=== sample_buffer_arbiter ===
==> sample_buffer_arbiter/gate_families.png <==
Bar = 50 um.
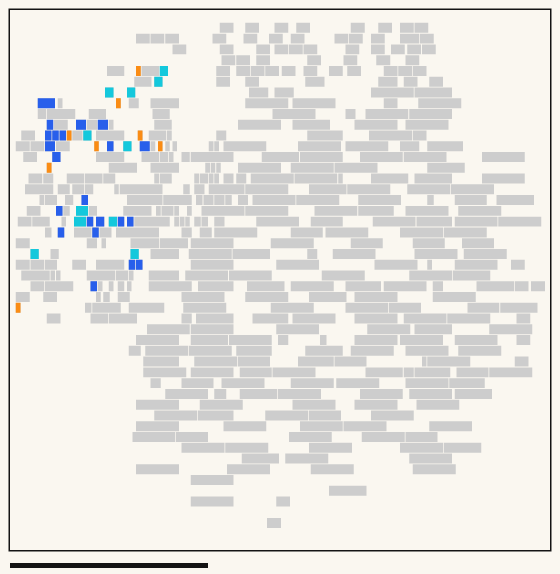

`src/rtl/sample_buffer_arbiter.sv`:
```
// -----------------------------------------------------------------------------
// sample_buffer_arbiter
//
// Purpose:
//   Shares one circular sample buffer between NREQ sampling units. A
//   round-robin arbiter accepts at most one producer write per cycle, and a
//   single consumer drains the buffer in order over a first-word fall-through
//   valid/ready port.
//
// Optional feature (macro BUF_SRC_TAG_EN):
//   When defined, every entry also stores the index of the requester that
//   wrote it. That index is presented on m_src for the entry at the read
//   pointer. m_src reads 0 while the buffer is empty.
//
// Ports:
//   clk      in   1               single clock, all logic on posedge
//   rst      in   1               synchronous active-high reset
//   s_valid  in   NREQ            per-requester sample valid
//   s_data   in   NREQ*DW         packed samples, requester i at [i*DW +: DW]
//   s_ready  out  NREQ            per-requester accept (one-hot or zero)
//   m_valid  out  1               buffer non-empty
//   m_data   out  DW              oldest sample (first-word fall-through)
//   m_ready  in   1               consumer pop
//   count    out  $clog2(DEPTH+1) current occupancy
//   full     out  1               count == DEPTH
//   empty    out  1               count == 0
//   m_src    out  $clog2(NREQ)    writer index of head entry (BUF_SRC_TAG_EN)
// -----------------------------------------------------------------------------
module sample_buffer_arbiter #(
  parameter int NREQ  = 4,
  parameter int DW    = 8,
  parameter int DEPTH = 16
) (
  input  logic                         clk,
  input  logic                         rst,
  input  logic [NREQ-1:0]              s_valid,
  input  logic [NREQ*DW-1:0]           s_data,
  output logic [NREQ-1:0]              s_ready,
  output logic                         m_valid,
  output logic [DW-1:0]                m_data,
  input  logic                         m_ready,
  output logic [$clog2(DEPTH+1)-1:0]   count,
  output logic                         full,
  output logic                         empty
`ifdef BUF_SRC_TAG_EN
  ,
  output logic [$clog2(NREQ)-1:0]      m_src
`endif
);

  localparam int AW = $clog2(DEPTH);
  localparam int CW = $clog2(DEPTH + 1);
  localparam int SW = $clog2(NREQ);

  logic [DW-1:0] mem_q [DEPTH];
`ifdef BUF_SRC_TAG_EN
  logic [SW-1:0] tag_q [DEPTH];
`endif

  logic [AW-1:0] wr_ptr_q, wr_ptr_d;
  logic [AW-1:0] rd_ptr_q, rd_ptr_d;
  logic [CW-1:0] count_q,  count_d;
  logic [SW-1:0] rr_ptr_q, rr_ptr_d;

  logic          found_s;
  logic [SW-1:0] winner_s;
  logic          full_s;
  logic          empty_s;
  logic          push_s;
  logic          pop_s;
  logic [DW-1:0] win_data_s;

  assign full_s  = (count_q == CW'(DEPTH));
  assign empty_s = (count_q == CW'(0));

  // Round-robin search: first set s_valid bit at or after rr_ptr, wrapping.
  always_comb begin
    int idx;
    found_s  = 1'b0;
    winner_s = SW'(0);
    idx      = 0;
    for (int k = 0; k < NREQ; k++) begin
      idx = int'(rr_ptr_q) + k;
      if (idx >= NREQ) begin
        idx = idx - NREQ;
      end else begin
        idx = idx;
      end
      if (!found_s && s_valid[idx]) begin
        found_s  = 1'b1;
        winner_s = SW'(idx);
      end else begin
        found_s  = found_s;
      end
    end
  end

  // Handshakes are suppressed while reset is asserted so nothing completes
  // in a reset cycle. A full buffer refuses writes even when popping.
  assign push_s     = found_s & ~full_s & ~rst;
  assign pop_s      = ~empty_s & m_ready & ~rst;
  assign s_ready    = push_s ? (NREQ'(1) << winner_s) : NREQ'(0);
  assign win_data_s = s_data[int'(winner_s)*DW +: DW];

  assign m_valid = ~empty_s;
  assign m_data  = mem_q[rd_ptr_q];
  assign count   = count_q;
  assign full    = full_s;
  assign empty   = empty_s;
`ifdef BUF_SRC_TAG_EN
  assign m_src   = empty_s ? SW'(0) : tag_q[rd_ptr_q];
`endif

  // Next-state for pointers, occupancy and round-robin priority.
  always_comb begin
    wr_ptr_d = wr_ptr_q;
    rd_ptr_d = rd_ptr_q;
    count_d  = count_q;
    rr_ptr_d = rr_ptr_q;
    if (push_s) begin
      wr_ptr_d = wr_ptr_q + AW'(1);
      // Priority moves just past the winner only when a write completes.
      if (winner_s == SW'(NREQ - 1)) begin
        rr_ptr_d = SW'(0);
      end else begin
        rr_ptr_d = winner_s + SW'(1);
      end
    end else begin
      wr_ptr_d = wr_ptr_q;
    end
    if (pop_s) begin
      rd_ptr_d = rd_ptr_q + AW'(1);
    end else begin
      rd_ptr_d = rd_ptr_q;
    end
    case ({push_s, pop_s})
      2'b10:   count_d = count_q + CW'(1);
      2'b01:   count_d = count_q - CW'(1);
      default: count_d = count_q;
    endcase
  end

  // Control state registers with synchronous reset.
  always_ff @(posedge clk) begin
    if (rst) begin
      wr_ptr_q <= AW'(0);
      rd_ptr_q <= AW'(0);
      count_q  <= CW'(0);
      rr_ptr_q <= SW'(0);
    end else begin
      wr_ptr_q <= wr_ptr_d;
      rd_ptr_q <= rd_ptr_d;
      count_q  <= count_d;
      rr_ptr_q <= rr_ptr_d;
    end
  end

  // Buffer storage; contents need no reset since occupancy gates visibility.
  always_ff @(posedge clk) begin
    if (push_s) begin
      mem_q[wr_ptr_q] <= win_data_s;
`ifdef BUF_SRC_TAG_EN
      tag_q[wr_ptr_q] <= winner_s;
`endif
    end
  end

endmodule

```
`config.mk`:
```
export PLATFORM = sky130hd
export DESIGN_NAME = sample_buffer_arbiter
export DESIGN_NICKNAME = d
export VERILOG_FILES = /design/src/rtl/sample_buffer_arbiter.sv
export SDC_FILE = /design/constraint.sdc
export NUM_CORES = 1
export LEC_CHECK = 0
export CORE_UTILIZATION = 35
export DETAILED_ROUTE_END_ITERATION = 12
export PLACE_DENSITY = 0.61
export SLEW_MARGIN = 20
export SYNTH_ARGS = -nofsm -noshare
export SYNTH_HDL_FRONTEND = slang
export SYNTH_SLANG_ARGS = --single-unit
```
`constraint.sdc`:
```
create_clock -name clk -period 4.3 [get_ports clk]
set_input_delay 0.645 -clock clk [delete_from_list [all_inputs] [get_ports clk]]
set_output_delay 0.645 -clock clk [all_outputs]
set_load 0.01 [all_outputs]
```
=== ro_puf_sequencer ===
==> config.mk <==
export PLATFORM = sky130hd
export DESIGN_NAME = ro_puf_sequencer
export DESIGN_NICKNAME = d
export VERILOG_FILES = /design/src/rtl/ro_puf_pkg.sv /design/src/rtl/ro_puf_sequencer_edge_counter.sv /design/src/rtl/ro_puf_sequencer.sv
export SDC_FILE = /design/constraint.sdc
export NUM_CORES = 1
export LEC_CHECK = 0
export CAP_MARGIN = 10
export CORE_MARGIN = 5
export CORE_UTILIZATION = 30
export DETAILED_ROUTE_END_ITERATION = 7
export PLACE_DENSITY = 0.45
export SLEW_MARGIN = 0
export SYNTH_ARGS = -nofsm -noshare
export SYNTH_HDL_FRONTEND = slang
export SYNTH_SLANG_ARGS = --single-unit
==> constraint.sdc <==
create_clock -name clk -period 2.7 [get_ports clk]
set_input_delay 0.54 -clock clk [delete_from_list [all_inputs] [get_ports clk]]
set_output_delay 0.54 -clock clk [all_outputs]
set_load 0.05 [all_outputs]
==> src/rtl/ro_puf_pkg.sv <==
// Shared definitions for the ring-oscillator PUF sequencer.
//   state_e    : sequencer states, IDLE..DONE
//   STATE_W    : width of the state encoding
//   DRAIN_CYC  : cycles spent dropping in-flight synchroniser edges
//   cnt_max()  : all-ones value of a counter of the given width
package ro_puf_pkg;

  localparam int STATE_W   = 3;
  localparam int DRAIN_CYC = 2;

  typedef enum logic [STATE_W-1:0] {
    ST_IDLE    = 3'd0,
    ST_SETTLE  = 3'd1,
    ST_MEASURE = 3'd2,
    ST_DRAIN   = 3'd3,
    ST_CMP     = 3'd4,
    ST_DONE    = 3'd5
  } state_e;

  function automatic logic [31:0] cnt_max(input int unsigned w);
    return (w >= 32) ? 32'hFFFF_FFFF : ((32'd1 << w) - 32'd1);
  endfunction

endpackage

==> src/rtl/ro_puf_sequencer_edge_counter.sv <==
// One side of the measurement: 2-flop synchroniser on a raw RO output,
// rising-edge detect, and a saturating edge counter.
//   clk, rst_n : system clock, async active-low reset
//   clr        : zero the counter (start of a measurement)
//   cnt_en     : count window open
//   frz        : hold the count (either side saturated)
//   ro_in      : raw RO output, asynchronous to clk
//   cnt        : current edge count
//   at_max     : count is all-ones
module ro_edge_counter
  import ro_puf_pkg::*;
#(
  parameter int CNT_W = 16
) (
  input  logic             clk,
  input  logic             rst_n,
  input  logic             clr,
  input  logic             cnt_en,
  input  logic             frz,
  input  logic             ro_in,
  output logic [CNT_W-1:0] cnt,
  output logic             at_max
);

  localparam logic [CNT_W-1:0] CNT_MAX = CNT_W'(cnt_max(CNT_W));

  logic             s1_q, s2_q, s3_q;
  logic [CNT_W-1:0] cnt_q, cnt_d;
  logic             rise;

  // s3_q is the previous synchronised sample; rise is a one-cycle pulse.
  assign rise   = s2_q & ~s3_q;
  assign at_max = (cnt_q == CNT_MAX);
  assign cnt    = cnt_q;

  always_comb begin
    cnt_d = cnt_q;
    if (clr)
      cnt_d = '0;
    else if (cnt_en && rise && !frz && !at_max)
      cnt_d = cnt_q + 1'b1;
  end

  always_ff @(posedge clk or negedge rst_n) begin
    if (!rst_n) begin
      s1_q  <= 1'b0;
      s2_q  <= 1'b0;
      s3_q  <= 1'b0;
      cnt_q <= '0;
    end else begin
      s1_q  <= ro_in;
      s2_q  <= s1_q;
      s3_q  <= s2_q;
      cnt_q <= cnt_d;
    end
  end

endmodule

==> src/rtl/ro_puf_sequencer.sv <==
// Ring-oscillator PUF measurement sequencer. Enables a selected RO pair,
// lets it settle, counts both ROs' rising edges over a fixed clk window,
// drains the synchronisers and returns one response bit plus raw counts.
//   start, sel_a, sel_b : request, selects latched on acceptance in IDLE
//   ro_out / ro_en      : RO bank outputs (async) / per-RO enables
//   busy, done          : in progress / one-cycle result strobe
//   resp, count_a/b     : count_a > count_b, final counts
//   sat, err            : a counter saturated / bad select, nothing measured
// Optional build macro ROPUF_TIE_FLAG_EN adds parameter TIE_THR and output
// tie, set with done when |count_a - count_b| <= TIE_THR.
module ro_puf_sequencer
  import ro_puf_pkg::*;
#(
  parameter int N_RO   = 8,
  parameter int SEL_W  = 3,
  parameter int CNT_W  = 16,
  parameter int SETTLE = 8,
  parameter int WINDOW = 1024
`ifdef ROPUF_TIE_FLAG_EN
  , parameter int TIE_THR = 4
`endif
) (
  input  logic             clk,
  input  logic             rst_n,
  input  logic             start,
  input  logic [SEL_W-1:0] sel_a,
  input  logic [SEL_W-1:0] sel_b,
  input  logic [N_RO-1:0]  ro_out,
  output logic [N_RO-1:0]  ro_en,
  output logic             busy,
  output logic             done,
  output logic             resp,
  output logic [CNT_W-1:0] count_a,
  output logic [CNT_W-1:0] count_b,
  output logic             sat,
  output logic             err
`ifdef ROPUF_TIE_FLAG_EN
  , output logic           tie
`endif
);

  localparam int TMAX  = (SETTLE > WINDOW) ? SETTLE : WINDOW;
  localparam int TMR_W = $clog2(TMAX) + 1;

  state_e           state_q, state_d;
  logic [TMR_W-1:0] tmr_q, tmr_d;
  logic [SEL_W-1:0] sela_q, sela_d, selb_q, selb_d;
  logic             clr, cnt_en, ld_res, ld_err, bad_sel;
  logic [CNT_W-1:0] cnt_a, cnt_b;
  logic             max_a, max_b;
  logic             resp_q, sat_q, err_q;
  logic [CNT_W-1:0] count_a_q, count_b_q;

  assign bad_sel = (sel_a == sel_b) || (32'(sel_a) >= N_RO) || (32'(sel_b) >= N_RO);

  always_comb begin
    state_d = state_q;
    tmr_d   = tmr_q;
    sela_d  = sela_q;
    selb_d  = selb_q;
    clr     = 1'b0;
    cnt_en  = 1'b0;
    ld_res  = 1'b0;
    ld_err  = 1'b0;
    case (state_q)
      ST_IDLE: if (start) begin
        sela_d = sel_a;
        selb_d = sel_b;
        clr    = 1'b1;
        if (bad_sel) begin
          ld_err  = 1'b1;
          state_d = ST_DONE;
        end else begin
          state_d = ST_SETTLE;
          tmr_d   = TMR_W'(SETTLE - 1);
        end
      end
      ST_SETTLE: if (tmr_q == '0) begin
        state_d = ST_MEASURE;
        tmr_d   = TMR_W'(WINDOW - 1);
      end else tmr_d = tmr_q - 1'b1;
      ST_MEASURE: begin
        cnt_en = 1'b1;
        if (tmr_q == '0) begin
          state_d = ST_DRAIN;
          tmr_d   = TMR_W'(DRAIN_CYC - 1);
        end else tmr_d = tmr_q - 1'b1;
      end
      ST_DRAIN: if (tmr_q == '0) state_d = ST_CMP;
                else tmr_d = tmr_q - 1'b1;
      ST_CMP: begin
        ld_res  = 1'b1;
        state_d = ST_DONE;
      end
      ST_DONE: state_d = ST_IDLE;
      default: state_d = ST_IDLE;
    endcase
  end

  always_ff @(posedge clk or negedge rst_n) begin
    if (!rst_n) begin
      state_q <= ST_IDLE;
      tmr_q   <= '0;
      sela_q  <= '0;
      selb_q  <= '0;
    end else begin
      state_q <= state_d;
      tmr_q   <= tmr_d;
      sela_q  <= sela_d;
      selb_q  <= selb_d;
    end
  end

  // Decoded from the async-reset state so the enables drop the moment rst_n falls.
  always_comb begin
    ro_en = '0;
    if (state_q == ST_SETTLE || state_q == ST_MEASURE) begin
      ro_en[sela_q] = 1'b1;
      ro_en[selb_q] = 1'b1;
    end
  end

  // Saturation of either side freezes both, keeping the pair comparable.
  ro_edge_counter #(.CNT_W(CNT_W)) u_cnt_a (
    .clk(clk), .rst_n(rst_n), .clr(clr), .cnt_en(cnt_en), .frz(max_a | max_b),
    .ro_in(ro_out[sela_q]), .cnt(cnt_a), .at_max(max_a)
  );

  ro_edge_counter #(.CNT_W(CNT_W)) u_cnt_b (
    .clk(clk), .rst_n(rst_n), .clr(clr), .cnt_en(cnt_en), .frz(max_a | max_b),
    .ro_in(ro_out[selb_q]), .cnt(cnt_b), .at_max(max_b)
  );

  // Results change only on the cycle before done, so they hold between runs.
  always_ff @(posedge clk or negedge rst_n) begin
    if (!rst_n) begin
      resp_q    <= 1'b0;
      sat_q     <= 1'b0;
      err_q     <= 1'b0;
      count_a_q <= '0;
      count_b_q <= '0;
    end else if (ld_err) begin
      resp_q    <= 1'b0;
      sat_q     <= 1'b0;
      err_q     <= 1'b1;
      count_a_q <= '0;
      count_b_q <= '0;
    end else if (ld_res) begin
      resp_q    <= (cnt_a > cnt_b);
      sat_q     <= max_a | max_b;
      err_q     <= 1'b0;
      count_a_q <= cnt_a;
      count_b_q <= cnt_b;
    end
  end

`ifdef ROPUF_TIE_FLAG_EN
  logic [CNT_W:0] diff;
  logic           tie_q;
  assign diff = (cnt_a >= cnt_b) ? ({1'b0, cnt_a} - {1'b0, cnt_b})
                                 : ({1'b0, cnt_b} - {1'b0, cnt_a});
  // A rejected select made no measurement, so it never reports a tie.
  always_ff @(posedge clk or negedge rst_n) begin
    if (!rst_n)      tie_q <= 1'b0;
    else if (ld_err) tie_q <= 1'b0;
    else if (ld_res) tie_q <= (int'(diff) <= TIE_THR);
  end
  assign tie = tie_q;
`endif

  assign busy    = (state_q != ST_IDLE);
  assign done    = (state_q == ST_DONE);
  assign resp    = resp_q;
  assign sat     = sat_q;
  assign err     = err_q;
  assign count_a = count_a_q;
  assign count_b = count_b_q;

endmodule
=== rv64g_l2_a_arbiter ===
**src/rtl/rv64g_l2_pkg.sv**
```systemverilog
`default_nettype none
// ============================================================================
// Module      : rv64g_l2_pkg
// Description : Shared TileLink A-channel definitions for the L2 front end.
//               Provides the A opcode encodings, the default channel widths,
//               width-derivation helpers and the packed A-beat record.
// Revision    : 1.0 - initial release
// ============================================================================
package rv64g_l2_pkg;

  // TileLink A-channel opcodes forwarded to the L2
  localparam logic [2:0] TL_A_PUT_FULL_DATA = 3'd0;
  localparam logic [2:0] TL_A_GET           = 3'd4;
  localparam logic [2:0] TL_A_ACQUIRE_BLOCK = 3'd6;
  localparam logic [2:0] TL_A_ACQUIRE_PERM  = 3'd7;

  // Default channel geometry for the four-core cluster
  localparam int TL_ADDR_W   = 64;
  localparam int TL_SOURCE_W = 6;
  localparam int TL_CID_W    = 2;

  // Per-core (L1-side) source width: the L2 source minus the core-ID tag
  function automatic int lsrc_w(input int source_w, input int cid_w);
    return source_w - cid_w;
  endfunction

  // Width of an index into n requestors; never below one bit
  function automatic int idx_w(input int n);
    return (n > 1) ? $clog2(n) : 1;
  endfunction

  // One A-channel beat at the default geometry
  typedef struct packed {
    logic [2:0]             opcode;
    logic [2:0]             param;
    logic [TL_SOURCE_W-1:0] source;
    logic [TL_ADDR_W-1:0]   address;
  } tl_a_beat_t;

endpackage : rv64g_l2_pkg
`default_nettype wire

```
**src/rtl/rv64g_rr_arbiter.sv**
```systemverilog
`default_nettype none
// ============================================================================
// Module      : rv64g_rr_arbiter
// Description : Round-robin arbiter. Grants the first requesting index at or
//               after the rotating pointer, wrapping modulo N. The pointer
//               moves to one past the winner only when the caller reports
//               that the grant was consumed (advance).
// Ports       : clk_i, rst_i   clock, synchronous active-high reset
//               req     [N]    request vector
//               advance        grant consumed this cycle
//               gnt     [N]    one-hot grant (zero when no request)
//               gnt_idx        binary index of the granted requestor
// Revision    : 1.0 - initial release
// ============================================================================
module rv64g_rr_arbiter
  import rv64g_l2_pkg::*;
#(
  parameter  int N  = 4,
  localparam int IW = idx_w(N)
) (
  input  logic          clk_i,
  input  logic          rst_i,
  input  logic [N-1:0]  req,
  input  logic          advance,
  output logic [N-1:0]  gnt,
  output logic [IW-1:0] gnt_idx
);

  logic [IW-1:0] r_ptr;
  logic          w_found;
  int            w_slot;

  // Scan N slots starting at the pointer; the first hit wins
  always_comb begin
    gnt     = '0;
    gnt_idx = '0;
    w_found = 1'b0;
    w_slot  = 0;
    for (int i = 0; i < N; i++) begin
      w_slot = int'(r_ptr) + i;
      if (w_slot >= N) begin
        w_slot = w_slot - N;
      end
      if (!w_found && req[w_slot]) begin
        w_found      = 1'b1;
        gnt[w_slot]  = 1'b1;
        gnt_idx      = IW'(w_slot);
      end
    end
  end

  // Pointer wraps explicitly so non-power-of-two N never reaches N
  always_ff @(posedge clk_i) begin
    if (rst_i) begin
      r_ptr <= '0;
    end else if (advance) begin
      if (gnt_idx == IW'(N - 1)) begin
        r_ptr <= '0;
      end else begin
        r_ptr <= gnt_idx + 1'b1;
      end
    end
  end

endmodule : rv64g_rr_arbiter
`default_nettype wire

```
**src/rtl/rv64g_l2_a_arbiter.sv**
```systemverilog
`default_nettype none
// ============================================================================
// Module      : rv64g_l2_a_arbiter
// Description : Merges the TileLink A channels of CORES L1 caches into the
//               single L2 A sink. Round-robin selection feeds a one-entry
//               output register; the forwarded source carries the core ID in
//               its MSBs so D-channel responses can be routed back.
//               A new beat may load in the same cycle the held beat drains,
//               giving one beat per cycle with no bubbles.
// Ports       : clk_i, rst_i        clock, synchronous active-high reset
//               core_a_*_i          packed per-core A fields, core k at slot k
//               core_a_valid_i      per-core valid
//               core_a_ready_o      per-core ready, one-hot or zero
//               tl_a_*_o            registered A beat towards the L2
//               tl_a_valid_o        A valid towards the L2
//               tl_a_ready_i        A ready from the L2
// Revision    : 1.0 - initial release
// ============================================================================
module rv64g_l2_a_arbiter
  import rv64g_l2_pkg::*;
#(
  parameter  int CORES    = 4,
  parameter  int ADDR_W   = TL_ADDR_W,
  parameter  int SOURCE_W = TL_SOURCE_W,
  parameter  int CID_W    = TL_CID_W,
  localparam int LSRC_W   = lsrc_w(SOURCE_W, CID_W),
  localparam int IW       = idx_w(CORES)
) (
  input  logic                     clk_i,
  input  logic                     rst_i,
  input  logic [CORES*3-1:0]       core_a_opcode_i,
  input  logic [CORES*3-1:0]       core_a_param_i,
  input  logic [CORES*LSRC_W-1:0]  core_a_source_i,
  input  logic [CORES*ADDR_W-1:0]  core_a_address_i,
  input  logic [CORES-1:0]         core_a_valid_i,
  output logic [CORES-1:0]         core_a_ready_o,
  output logic [2:0]               tl_a_opcode_o,
  output logic [2:0]               tl_a_param_o,
  output logic [SOURCE_W-1:0]      tl_a_source_o,
  output logic [ADDR_W-1:0]        tl_a_address_o,
  output logic                     tl_a_valid_o,
  input  logic                     tl_a_ready_i
);

  // --------------------------------------------------------------------------
  // Parameter legality: the tag must be able to name every core and each
  // core must keep at least one local source bit.
  // --------------------------------------------------------------------------
  generate
    if ((CID_W < $clog2(CORES)) || (LSRC_W < 1)) begin : g_param_err
      $error("rv64g_l2_a_arbiter: CID_W too small for CORES or LSRC_W < 1");
    end
  endgenerate

  // --------------------------------------------------------------------------
  // Signals
  // --------------------------------------------------------------------------
  logic                r_valid;
  logic [2:0]          r_opcode;
  logic [2:0]          r_param;
  logic [SOURCE_W-1:0] r_source;
  logic [ADDR_W-1:0]   r_address;

  logic                w_load_en;
  logic                w_take;
  logic [CORES-1:0]    w_gnt;
  logic [IW-1:0]       w_gnt_idx;

  logic [2:0]          w_opcode;
  logic [2:0]          w_param;
  logic [LSRC_W-1:0]   w_lsrc;
  logic [ADDR_W-1:0]   w_address;
  logic [SOURCE_W-1:0] w_source;

  // --------------------------------------------------------------------------
  // Arbitration
  // --------------------------------------------------------------------------
  rv64g_rr_arbiter #(
    .N (CORES)
  ) u_rr (
    .clk_i   (clk_i),
    .rst_i   (rst_i),
    .req     (core_a_valid_i),
    .advance (w_take),
    .gnt     (w_gnt),
    .gnt_idx (w_gnt_idx)
  );

  // The register can accept when empty or when its beat leaves this cycle.
  // With the register empty this is 1 regardless of tl_a_ready_i.
  assign w_load_en = ~r_valid | tl_a_ready_i;

  // Readies are forced low throughout reset so no core believes a beat
  // was taken that the flushed register will never forward.
  assign core_a_ready_o = w_gnt & {CORES{w_load_en & ~rst_i}};
  assign w_take         = |core_a_ready_o;

  // --------------------------------------------------------------------------
  // Field selection and source tagging
  // --------------------------------------------------------------------------
  always_comb begin
    w_opcode  = core_a_opcode_i [3*int'(w_gnt_idx)      +: 3];
    w_param   = core_a_param_i  [3*int'(w_gnt_idx)      +: 3];
    w_lsrc    = core_a_source_i [LSRC_W*int'(w_gnt_idx) +: LSRC_W];
    w_address = core_a_address_i[ADDR_W*int'(w_gnt_idx) +: ADDR_W];
    w_source  = {CID_W'(w_gnt_idx), w_lsrc};
  end

  // --------------------------------------------------------------------------
  // Output register. Fields only change on a load, and a load can only
  // happen when the held beat is leaving, so a stalled beat stays stable.
  // --------------------------------------------------------------------------
  always_ff @(posedge clk_i) begin
    if (rst_i) begin
      r_valid   <= 1'b0;
      r_opcode  <= '0;
      r_param   <= '0;
      r_source  <= '0;
      r_address <= '0;
    end else if (w_take) begin
      r_valid   <= 1'b1;
      r_opcode  <= w_opcode;
      r_param   <= w_param;
      r_source  <= w_source;
      r_address <= w_address;
    end else if (tl_a_ready_i) begin
      r_valid   <= 1'b0;
    end
  end

  assign tl_a_valid_o   = r_valid;
  assign tl_a_opcode_o  = r_opcode;
  assign tl_a_param_o   = r_param;
  assign tl_a_source_o  = r_source;
  assign tl_a_address_o = r_address;

endmodule : rv64g_l2_a_arbiter
`default_nettype wire

```
**config.mk**
```make
export PLATFORM = sky130hd
export DESIGN_NAME = rv64g_l2_a_arbiter
export DESIGN_NICKNAME = d
export VERILOG_FILES = /design/src/rtl/rv64g_l2_pkg.sv /design/src/rtl/rv64g_rr_arbiter.sv /design/src/rtl/rv64g_l2_a_arbiter.sv
export SDC_FILE = /design/constraint.sdc
export NUM_CORES = 1
export LEC_CHECK = 0
export CAP_MARGIN = 0
export CORE_AREA = 4 4 148 150
export DETAILED_ROUTE_END_ITERATION = 6
export DIE_AREA = 0 0 152 154
export PLACE_DENSITY = 0.71
export SLEW_MARGIN = 10
export SYNTH_ARGS = -nofsm -noshare
export SYNTH_HDL_FRONTEND = slang
export SYNTH_SLANG_ARGS = --single-unit
```
**constraint.sdc**
```tcl
create_clock -name clk_i -period 6.5 [get_ports clk_i]
set_clock_uncertainty 0.15 [all_clocks]
set_input_delay 0.975 -clock clk_i [delete_from_list [all_inputs] [get_ports clk_i]]
set_output_delay 0.975 -clock clk_i [all_outputs]
set_load 0.03 [all_outputs]
```
=== chess_clock_tick_sched ===
[config.mk]
export PLATFORM = sky130hd
export DESIGN_NAME = chess_clock_tick_sched
export DESIGN_NICKNAME = d
export VERILOG_FILES = /design/src/rtl/chess_clock_tick_sched.sv
export SDC_FILE = /design/constraint.sdc
export NUM_CORES = 1
export LEC_CHECK = 0
export ABC_AREA = 1
export CELL_PAD_IN_SITES_DETAIL_PLACEMENT = 1
export CELL_PAD_IN_SITES_GLOBAL_PLACEMENT = 2
export CORE_MARGIN = 2
export CORE_UTILIZATION = 37
export DETAILED_ROUTE_END_ITERATION = 7
export PLACE_DENSITY = 0.85
export RECOVER_POWER = 50
export SYNTH_ARGS = -nofsm -noshare
export SYNTH_HDL_FRONTEND = slang
export SYNTH_SLANG_ARGS = --single-unit
[constraint.sdc]
create_clock -name i_clk_50m -period 2.3 [get_ports i_clk_50m]
set_input_delay 0.46 -clock i_clk_50m [delete_from_list [all_inputs] [get_ports i_clk_50m]]
set_output_delay 0.46 -clock i_clk_50m [all_outputs]
set_load 0.1 [all_outputs]
[src/rtl/chess_clock_tick_sched.sv]
// chess_clock_tick_sched
// Time base for a two-player chess clock: prescaled decrement strobes routed to
// the side on move, turn handover with Fischer bonus bursts, pause/resume and
// flag-fall detection. All outputs are registered; strobes are one cycle wide.
// Build option: define CHESS_CLOCK_DELAY_EN to suppress the first p_delay ticks
// after each turn start (US delay). Without it, p_delay is unused.
module chess_clock_tick_sched #(
   parameter int unsigned p_divider = 50_000_000,
   parameter int unsigned p_incr    = 2,
   parameter int unsigned p_gap     = 4,
   parameter int unsigned p_delay   = 3
) (
   input  logic       i_clk_50m,
   input  logic       i_rst,
   input  logic       i_restart,
   input  logic       i_stop,
   input  logic       i_turn_a,
   input  logic       i_turn_b,
   input  logic       i_zero_a,
   input  logic       i_zero_b,
   output logic       o_tick_a,
   output logic       o_tick_b,
   output logic       o_add_a,
   output logic       o_add_b,
   output logic [1:0] o_active,
   output logic       o_paused,
   output logic       o_win_a,
   output logic       o_win_b
);

   localparam int unsigned PW = $clog2(p_divider);
   localparam int unsigned AW = $clog2(p_incr + 2);
   localparam int unsigned GW = $clog2(p_gap + 1);

   localparam logic [PW-1:0] PRESC_MAX  = PW'(p_divider - 1);
   localparam logic [AW-1:0] ADD_LAST   = AW'(p_incr);
   localparam logic [GW-1:0] GAP_RELOAD = GW'(p_gap - 1);

   typedef enum logic [2:0] {
      IDLE,
      RUN_A,
      RUN_B,
      INCR,
      PAUSE,
      OVER
   } state_t;

   state_t        state, state_nxt;
   logic [PW-1:0] presc, presc_nxt;
   // side: mover while in INCR, side to resume while in PAUSE (0 = A, 1 = B)
   logic          side, side_nxt;
   logic [AW-1:0] add_cnt, add_nxt;
   logic [GW-1:0] gap_cnt, gap_nxt;
   logic          pend, pend_nxt;

   logic          tick_a_nxt, tick_b_nxt, add_a_nxt, add_b_nxt;
   logic [1:0]    active_nxt;
   logic          paused_nxt, win_a_nxt, win_b_nxt;

   logic          zero_cur, turn_cur, wrap, fire;
   logic          run_load, run_wrap, hold_tick;

   assign wrap = (presc == PRESC_MAX);

   // Next-state, datapath and output decode with priority restart > zero > stop > turn
   always_comb begin
      state_nxt  = state;
      presc_nxt  = presc;
      side_nxt   = side;
      add_nxt    = add_cnt;
      gap_nxt    = gap_cnt;
      pend_nxt   = pend;
      win_a_nxt  = o_win_a;
      win_b_nxt  = o_win_b;
      tick_a_nxt = 1'b0;
      tick_b_nxt = 1'b0;
      add_a_nxt  = 1'b0;
      add_b_nxt  = 1'b0;
      fire       = 1'b0;
      run_load   = 1'b0;
      run_wrap   = 1'b0;
      zero_cur   = (state == RUN_B) ? i_zero_b : i_zero_a;
      turn_cur   = (state == RUN_B) ? i_turn_b : i_turn_a;

      if (i_restart) begin
         state_nxt = IDLE;
         presc_nxt = '0;
         side_nxt  = 1'b0;
         add_nxt   = '0;
         gap_nxt   = '0;
         pend_nxt  = 1'b0;
         win_a_nxt = 1'b0;
         win_b_nxt = 1'b0;
      end else begin
         case (state)
            IDLE: begin
               if (i_turn_b && !i_turn_a) begin
                  state_nxt = RUN_A;
                  side_nxt  = 1'b0;
                  presc_nxt = '0;
                  run_load  = 1'b1;
               end else if (i_turn_a && !i_turn_b) begin
                  state_nxt = RUN_B;
                  side_nxt  = 1'b1;
                  presc_nxt = '0;
                  run_load  = 1'b1;
               end
            end
            RUN_A, RUN_B: begin
               if (zero_cur) begin
                  state_nxt = OVER;
                  if (state == RUN_A) win_b_nxt = 1'b1;
                  else                win_a_nxt = 1'b1;
               end else if (i_stop) begin
                  state_nxt = PAUSE;
                  side_nxt  = (state == RUN_B);
               end else if (turn_cur) begin
                  state_nxt = INCR;
                  side_nxt  = (state == RUN_B);
                  presc_nxt = '0;
                  add_nxt   = '0;
                  gap_nxt   = '0;
                  pend_nxt  = 1'b0;
               end else begin
                  run_wrap  = wrap;
                  presc_nxt = wrap ? '0 : presc + 1'b1;
                  fire      = wrap & ~hold_tick;
               end
            end
            INCR: begin
               if (add_cnt == ADD_LAST) begin
                  // a stop on the exit cycle itself still lands in PAUSE
                  state_nxt = (pend || i_stop) ? PAUSE : (side ? RUN_A : RUN_B);
                  side_nxt  = ~side;
                  presc_nxt = '0;
                  pend_nxt  = 1'b0;
                  run_load  = 1'b1;
               end else begin
                  pend_nxt = pend | i_stop;
                  if (gap_cnt == '0) begin
                     add_a_nxt = ~side;
                     add_b_nxt = side;
                     add_nxt   = add_cnt + 1'b1;
                     gap_nxt   = GAP_RELOAD;
                  end else begin
                     gap_nxt = gap_cnt - 1'b1;
                  end
               end
            end
            PAUSE: begin
               if (i_stop) state_nxt = side ? RUN_B : RUN_A;
            end
            OVER: begin
               state_nxt = OVER;
            end
            default: begin
               state_nxt = IDLE;
            end
         endcase
      end

      tick_a_nxt = fire & (state == RUN_A);
      tick_b_nxt = fire & (state == RUN_B);
      active_nxt = {state_nxt == RUN_B, state_nxt == RUN_A};
      paused_nxt = (state_nxt == PAUSE);
   end

   // FSM state register
   always_ff @(posedge i_clk_50m or negedge i_rst) begin
      if (!i_rst) state <= IDLE;
      else        state <= state_nxt;
   end

   // Prescaler, bonus-burst bookkeeping and registered outputs
   always_ff @(posedge i_clk_50m or negedge i_rst) begin
      if (!i_rst) begin
         presc    <= '0;
         side     <= 1'b0;
         add_cnt  <= '0;
         gap_cnt  <= '0;
         pend     <= 1'b0;
         o_tick_a <= 1'b0;
         o_tick_b <= 1'b0;
         o_add_a  <= 1'b0;
         o_add_b  <= 1'b0;
         o_active <= '0;
         o_paused <= 1'b0;
         o_win_a  <= 1'b0;
         o_win_b  <= 1'b0;
      end else begin
         presc    <= presc_nxt;
         side     <= side_nxt;
         add_cnt  <= add_nxt;
         gap_cnt  <= gap_nxt;
         pend     <= pend_nxt;
         o_tick_a <= tick_a_nxt;
         o_tick_b <= tick_b_nxt;
         o_add_a  <= add_a_nxt;
         o_add_b  <= add_b_nxt;
         o_active <= active_nxt;
         o_paused <= paused_nxt;
         o_win_a  <= win_a_nxt;
         o_win_b  <= win_b_nxt;
      end
   end

`ifdef CHESS_CLOCK_DELAY_EN
   localparam int unsigned   DW       = $clog2(p_delay + 2);
   localparam logic [DW-1:0] DLY_INIT = DW'(p_delay);

   logic [DW-1:0] dly;

   // Delay budget: reloaded at each turn start (held through pause), one wrap spent at a time
   always_ff @(posedge i_clk_50m or negedge i_rst) begin
      if (!i_rst)                     dly <= '0;
      else if (i_restart)             dly <= '0;
      else if (run_load)              dly <= DLY_INIT;
      else if (run_wrap && hold_tick) dly <= dly - 1'b1;
   end

   assign hold_tick = (dly != '0);
`else
   logic unused_cfg;

   assign hold_tick  = 1'b0;
   assign unused_cfg = ^{run_load, run_wrap, (p_delay == 0)};
`endif

endmodule


==> screenshots <==
Clock wiring as the flow saved it.
(a)
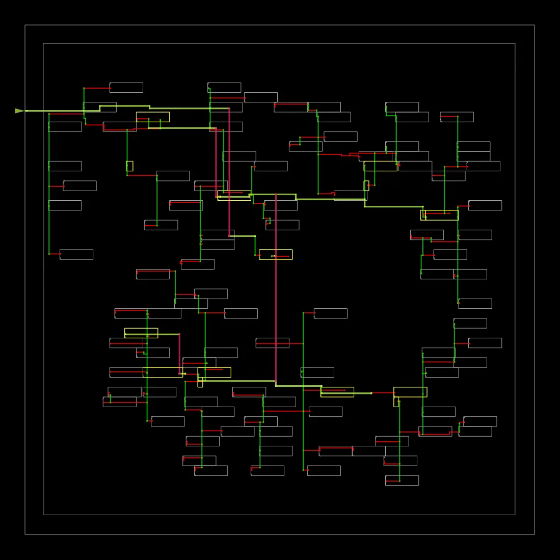
(b)
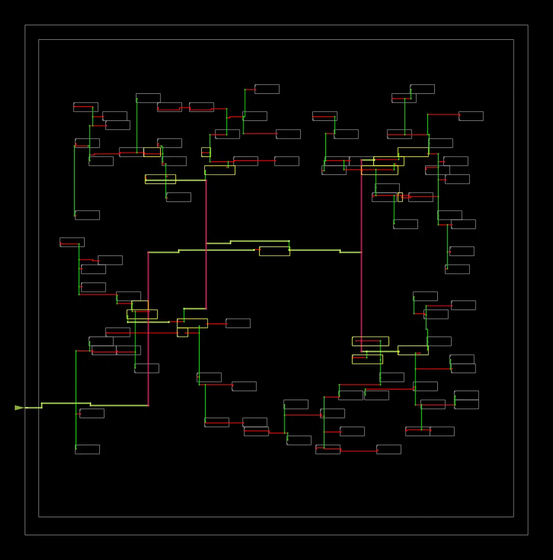
(c)
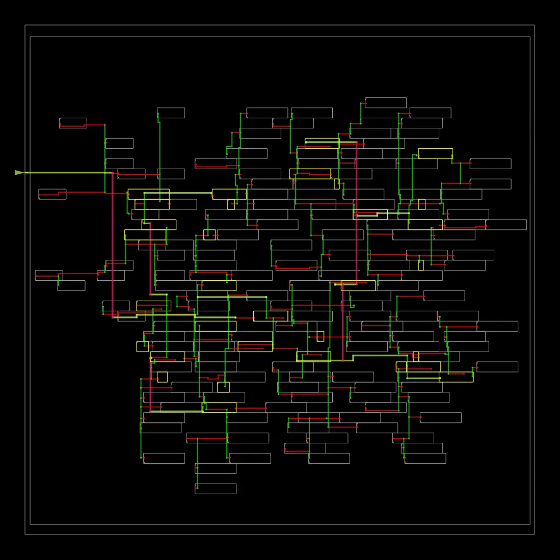
(d)
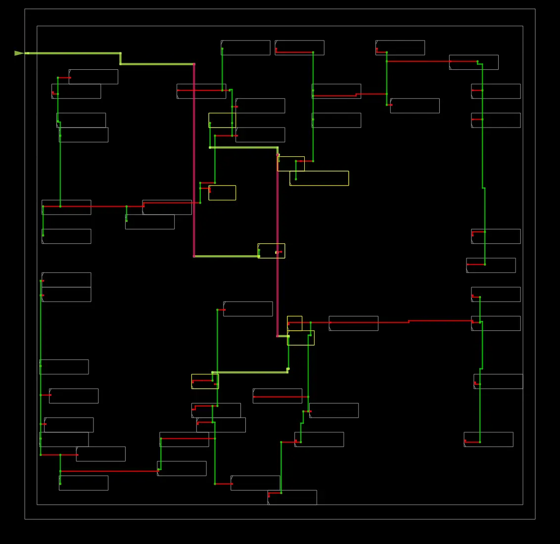
The one with the most sequential cells is (c).
The one with the fewest sequential cells is (d).
For ro_puf_sequencer, see (a).
For chess_clock_tick_sched, see (d).
For sample_buffer_arbiter, see (c).
For rv64g_l2_a_arbiter, see (b).

==> sample_buffer_arbiter/registers.png <==
Other sequential cells in the stronger grey, the rest of the logic in the fainter grey.
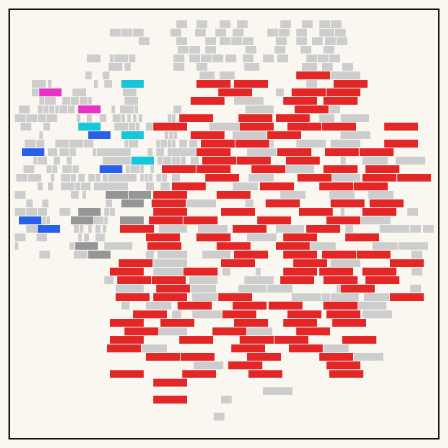
magenta -> rr_ptr_q  # flops 2
red -> mem_q  # flops 128
blue -> count  # flops 5
cyan -> wr_ptr_q  # flops 4
not coloured = 8

## Picture notes: sample_buffer_arbiter/gate_families.png
blue -> inverting AOI/OAI gates  # cells 22, most used a21oi_1
cyan -> AND and OR gates  # cells 11, most used and2_1
orange -> inverters  # cells 8, most used inv_1, where top left

==> results_dict.tcl, sample_buffer_arbiter <==
# flow metrics
set metrics [dict create \
    drtIter0Drc 324 \
    ys_sh_simple_pct 4.95 \
    status "completed" \
    ys_sh_mux_pct 19.8 \
    whs_path_depth 2 \
    hold_start "rd_ptr_q[3]" \
    aoi_share_pct 2.35 \
    p_clk_share_pct 35.0 \
    crit_family "multiplexers" \
    slew_headroom_pct 30.6 \
    die_h_um 136 \
    fp_util_pct 36.2 \
    finish.utilization_pct 44.8 \
    largest_reg_flops 128 \
    place_area_um2 7190 \
    comb_area_share_pct 25.1 \
    combGateArea_um2 1960 \
    area_growth_pct 23.8 \
    ys.flops 147 \
    final-clk-cell-share_pct 7.83 \
    power.leakage_uw 0.00263 \
    max_slew.worst_pin.slew_ns 1.04 \
]
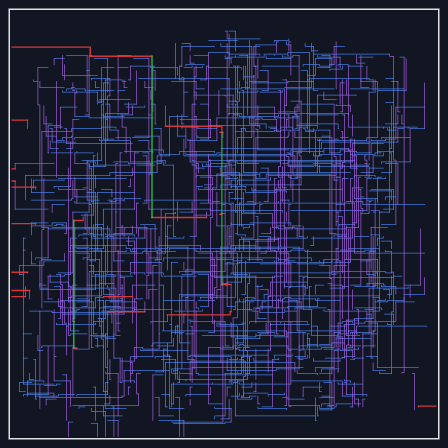
(chess_clock_tick_sched/metal_stack.png)
red -> met3  # wire length 124 um
blue -> met1  # wire length 4,040 um
green -> met4  # wire length 98.6 um
purple -> met2  # wire length 4,400 um

==> results_dict.tcl, chess_clock_tick_sched <==
# flow metrics
set metrics [dict create \
    layoutNonFillerInstCount 579 \
    status "completed" \
    dp_cells 571 \
    reg2reg_depth 9 \
    warnings 27 \
    via_count 2904 \
    power_frac_comb_pct 35.5 \
    comb_cells 336 \
    synth_top_area_share_pct 36.2 \
    core_um2 8180 \
    crit_end "presc[22]" \
    yosysUniqueCellTypes 42 \
    h-tree-depth 2 \
    ff_type "dfrtp_1" \
    timing.hold.ws_ns 0.428 \
    critical_path_buf_inv_count 3 \
    die_h_um 95.7 \
    ioPinCount 17 \
    synthXorXnorAreaFrac_pct 1.41 \
    ys_sh_mux_pct 0 \
    fin_crit_sh_pct 86.9 \
    critPathSlowestCell "clkdlybuf4s50_1" \
    grt_overflow 0 \
    grt_pass1_vias 3023 \
    async_reset_ff_share_pct 100 \
    cts_tree "yes" \
]
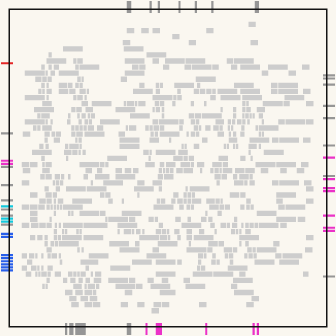
(ro_puf_sequencer/pins.png)
Pins as bars across the die edge, other pins in grey.
magenta -> count_a  # pins 16, direction output, edge 7 right, 7 bottom, 2 left
red -> clk  # pins 1, direction input, edge left
cyan -> sel_b  # pins 3, direction input, edge left
blue -> ro_en  # pins 8, direction output, edge left
all pins by edge = 21 left, 17 bottom, 15 right, 9 top

==> results_dict.tcl, ro_puf_sequencer <==
# flow metrics
set metrics [dict create \
    hold_violations 0 \
    ys.flops 93 \
    drt-total-wl_mm 13.9 \
    fp_util_pct 30.2 \
    routed-wl-met2_mm 6.72 \
    critPathSlowestCell "clkdlybuf4s50_1" \
    layout_top_cells "dfrtp_1, clkdlybuf4s50_1, nand2_1" \
    p_comb_uw 2150 \
    yosysWarnings 0 \
    warnings 27 \
    num_tap_cells 225 \
    setup-tns-final_ns 0 \
    synth-edff-count 0 \
    crit_fanout 12 \
    grt_pass1_vias 4521 \
    dp_cells 815 \
    diodes 0 \
    critPathLaunchType "flip-flop" \
    status "completed" \
    port-buffer-count 61 \
    n_all_inverters 24 \
    reg2reg_depth 7 \
    power_uw 5440 \
    maxSlewViolCount 0 \
    hold_class "in2async" \
]
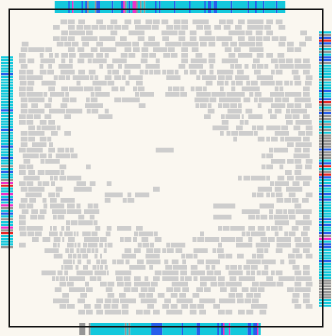
(rv64g_l2_a_arbiter/pins.png)
Pins as bars across the die edge, other pins in grey.
red -> tl_a_source_o  # pins 6, direction output, edge 4 right, 2 left
blue -> tl_a_address_o  # pins 64, direction output, edge 22 top, 19 right, 15 bottom, 8 left
cyan -> core_a_address_i  # pins 256, direction input, edge 90 top, 70 bottom, 49 left, 47 right
magenta -> core_a_opcode_i  # pins 12, direction input, edge 4 left, 4 top, 3 bottom, 1 right

==> results_dict.tcl, rv64g_l2_a_arbiter <==
# flow metrics
set metrics [dict create \
    status "completed" \
    grt_pass1_vias 6171 \
    critPathSlowestCell "dfxtp_1" \
    track_usage_pct 18.6 \
    post-cts-setup-buffers 0 \
    core_um2 20700 \
    p_seq_uw 803 \
    adder_share_pct 1.27 \
    fin_crit_sh_pct 84.6 \
    finish.utilization_pct 49.4 \
    grt_setup_unrepaired "no" \
    ir_worst_vdd_mv 0.450 \
    via_count 5858 \
    setup_viol 0 \
    n_all_inverters 7 \
    intPower_uw 2650 \
    syn_nets 828 \
    routed-wl-met2_mm 11.6 \
    gr-usage-met2_pct 32.6 \
    critPathLaunchType "flip-flop" \
]


==> layout pictures side by side <==
Logic cells by family.
picture 1
Bar = 20 um.
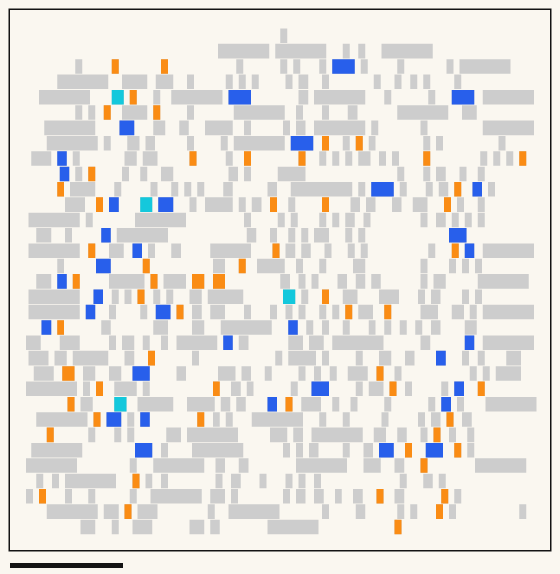
picture 2
Bar = 50 um.
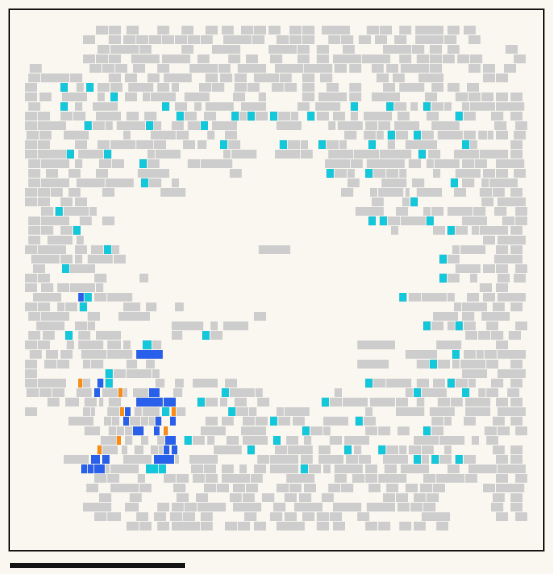
picture 3
Bar = 50 um.
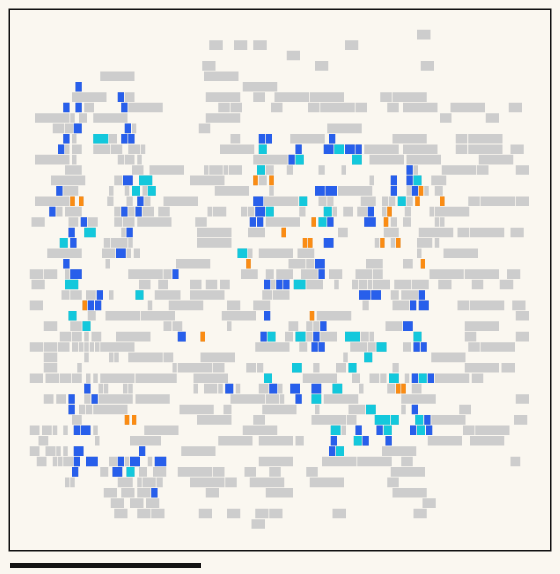
rv64g_l2_a_arbiter -> picture 2
ro_puf_sequencer -> picture 3
chess_clock_tick_sched -> picture 1
- fewest cells: picture 1

Key to picture 1:
cyan -> AND and OR gates  # cells 4, most used or2_2
blue -> inverting AOI/OAI gates  # cells 35, most used o21ai_0
orange -> inverters  # cells 58, most used inv_1, where widely spread


==> notes/layouts.md <==
Pictures saved along the way, in no particular order.

Metal layers overlaid.
panel A
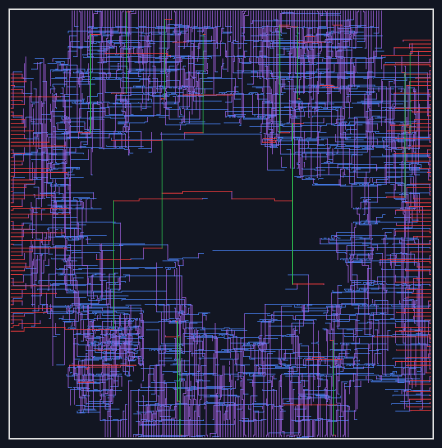
panel B
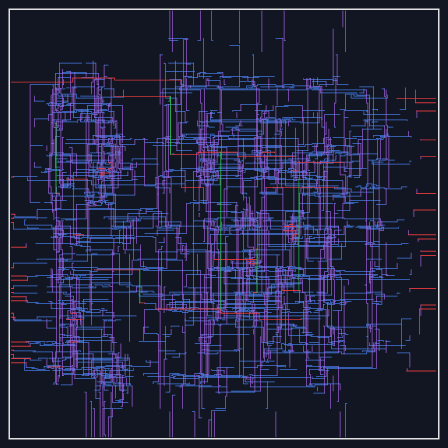
panel C
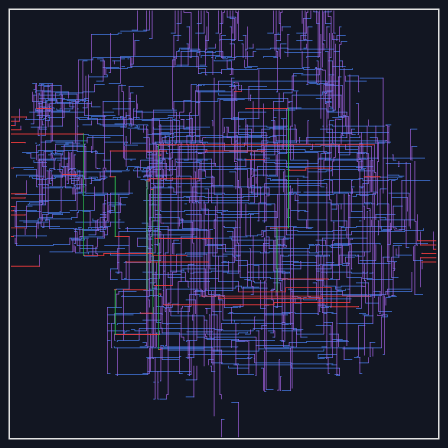
ro_puf_sequencer: panel B
rv64g_l2_a_arbiter: panel A
sample_buffer_arbiter: panel C

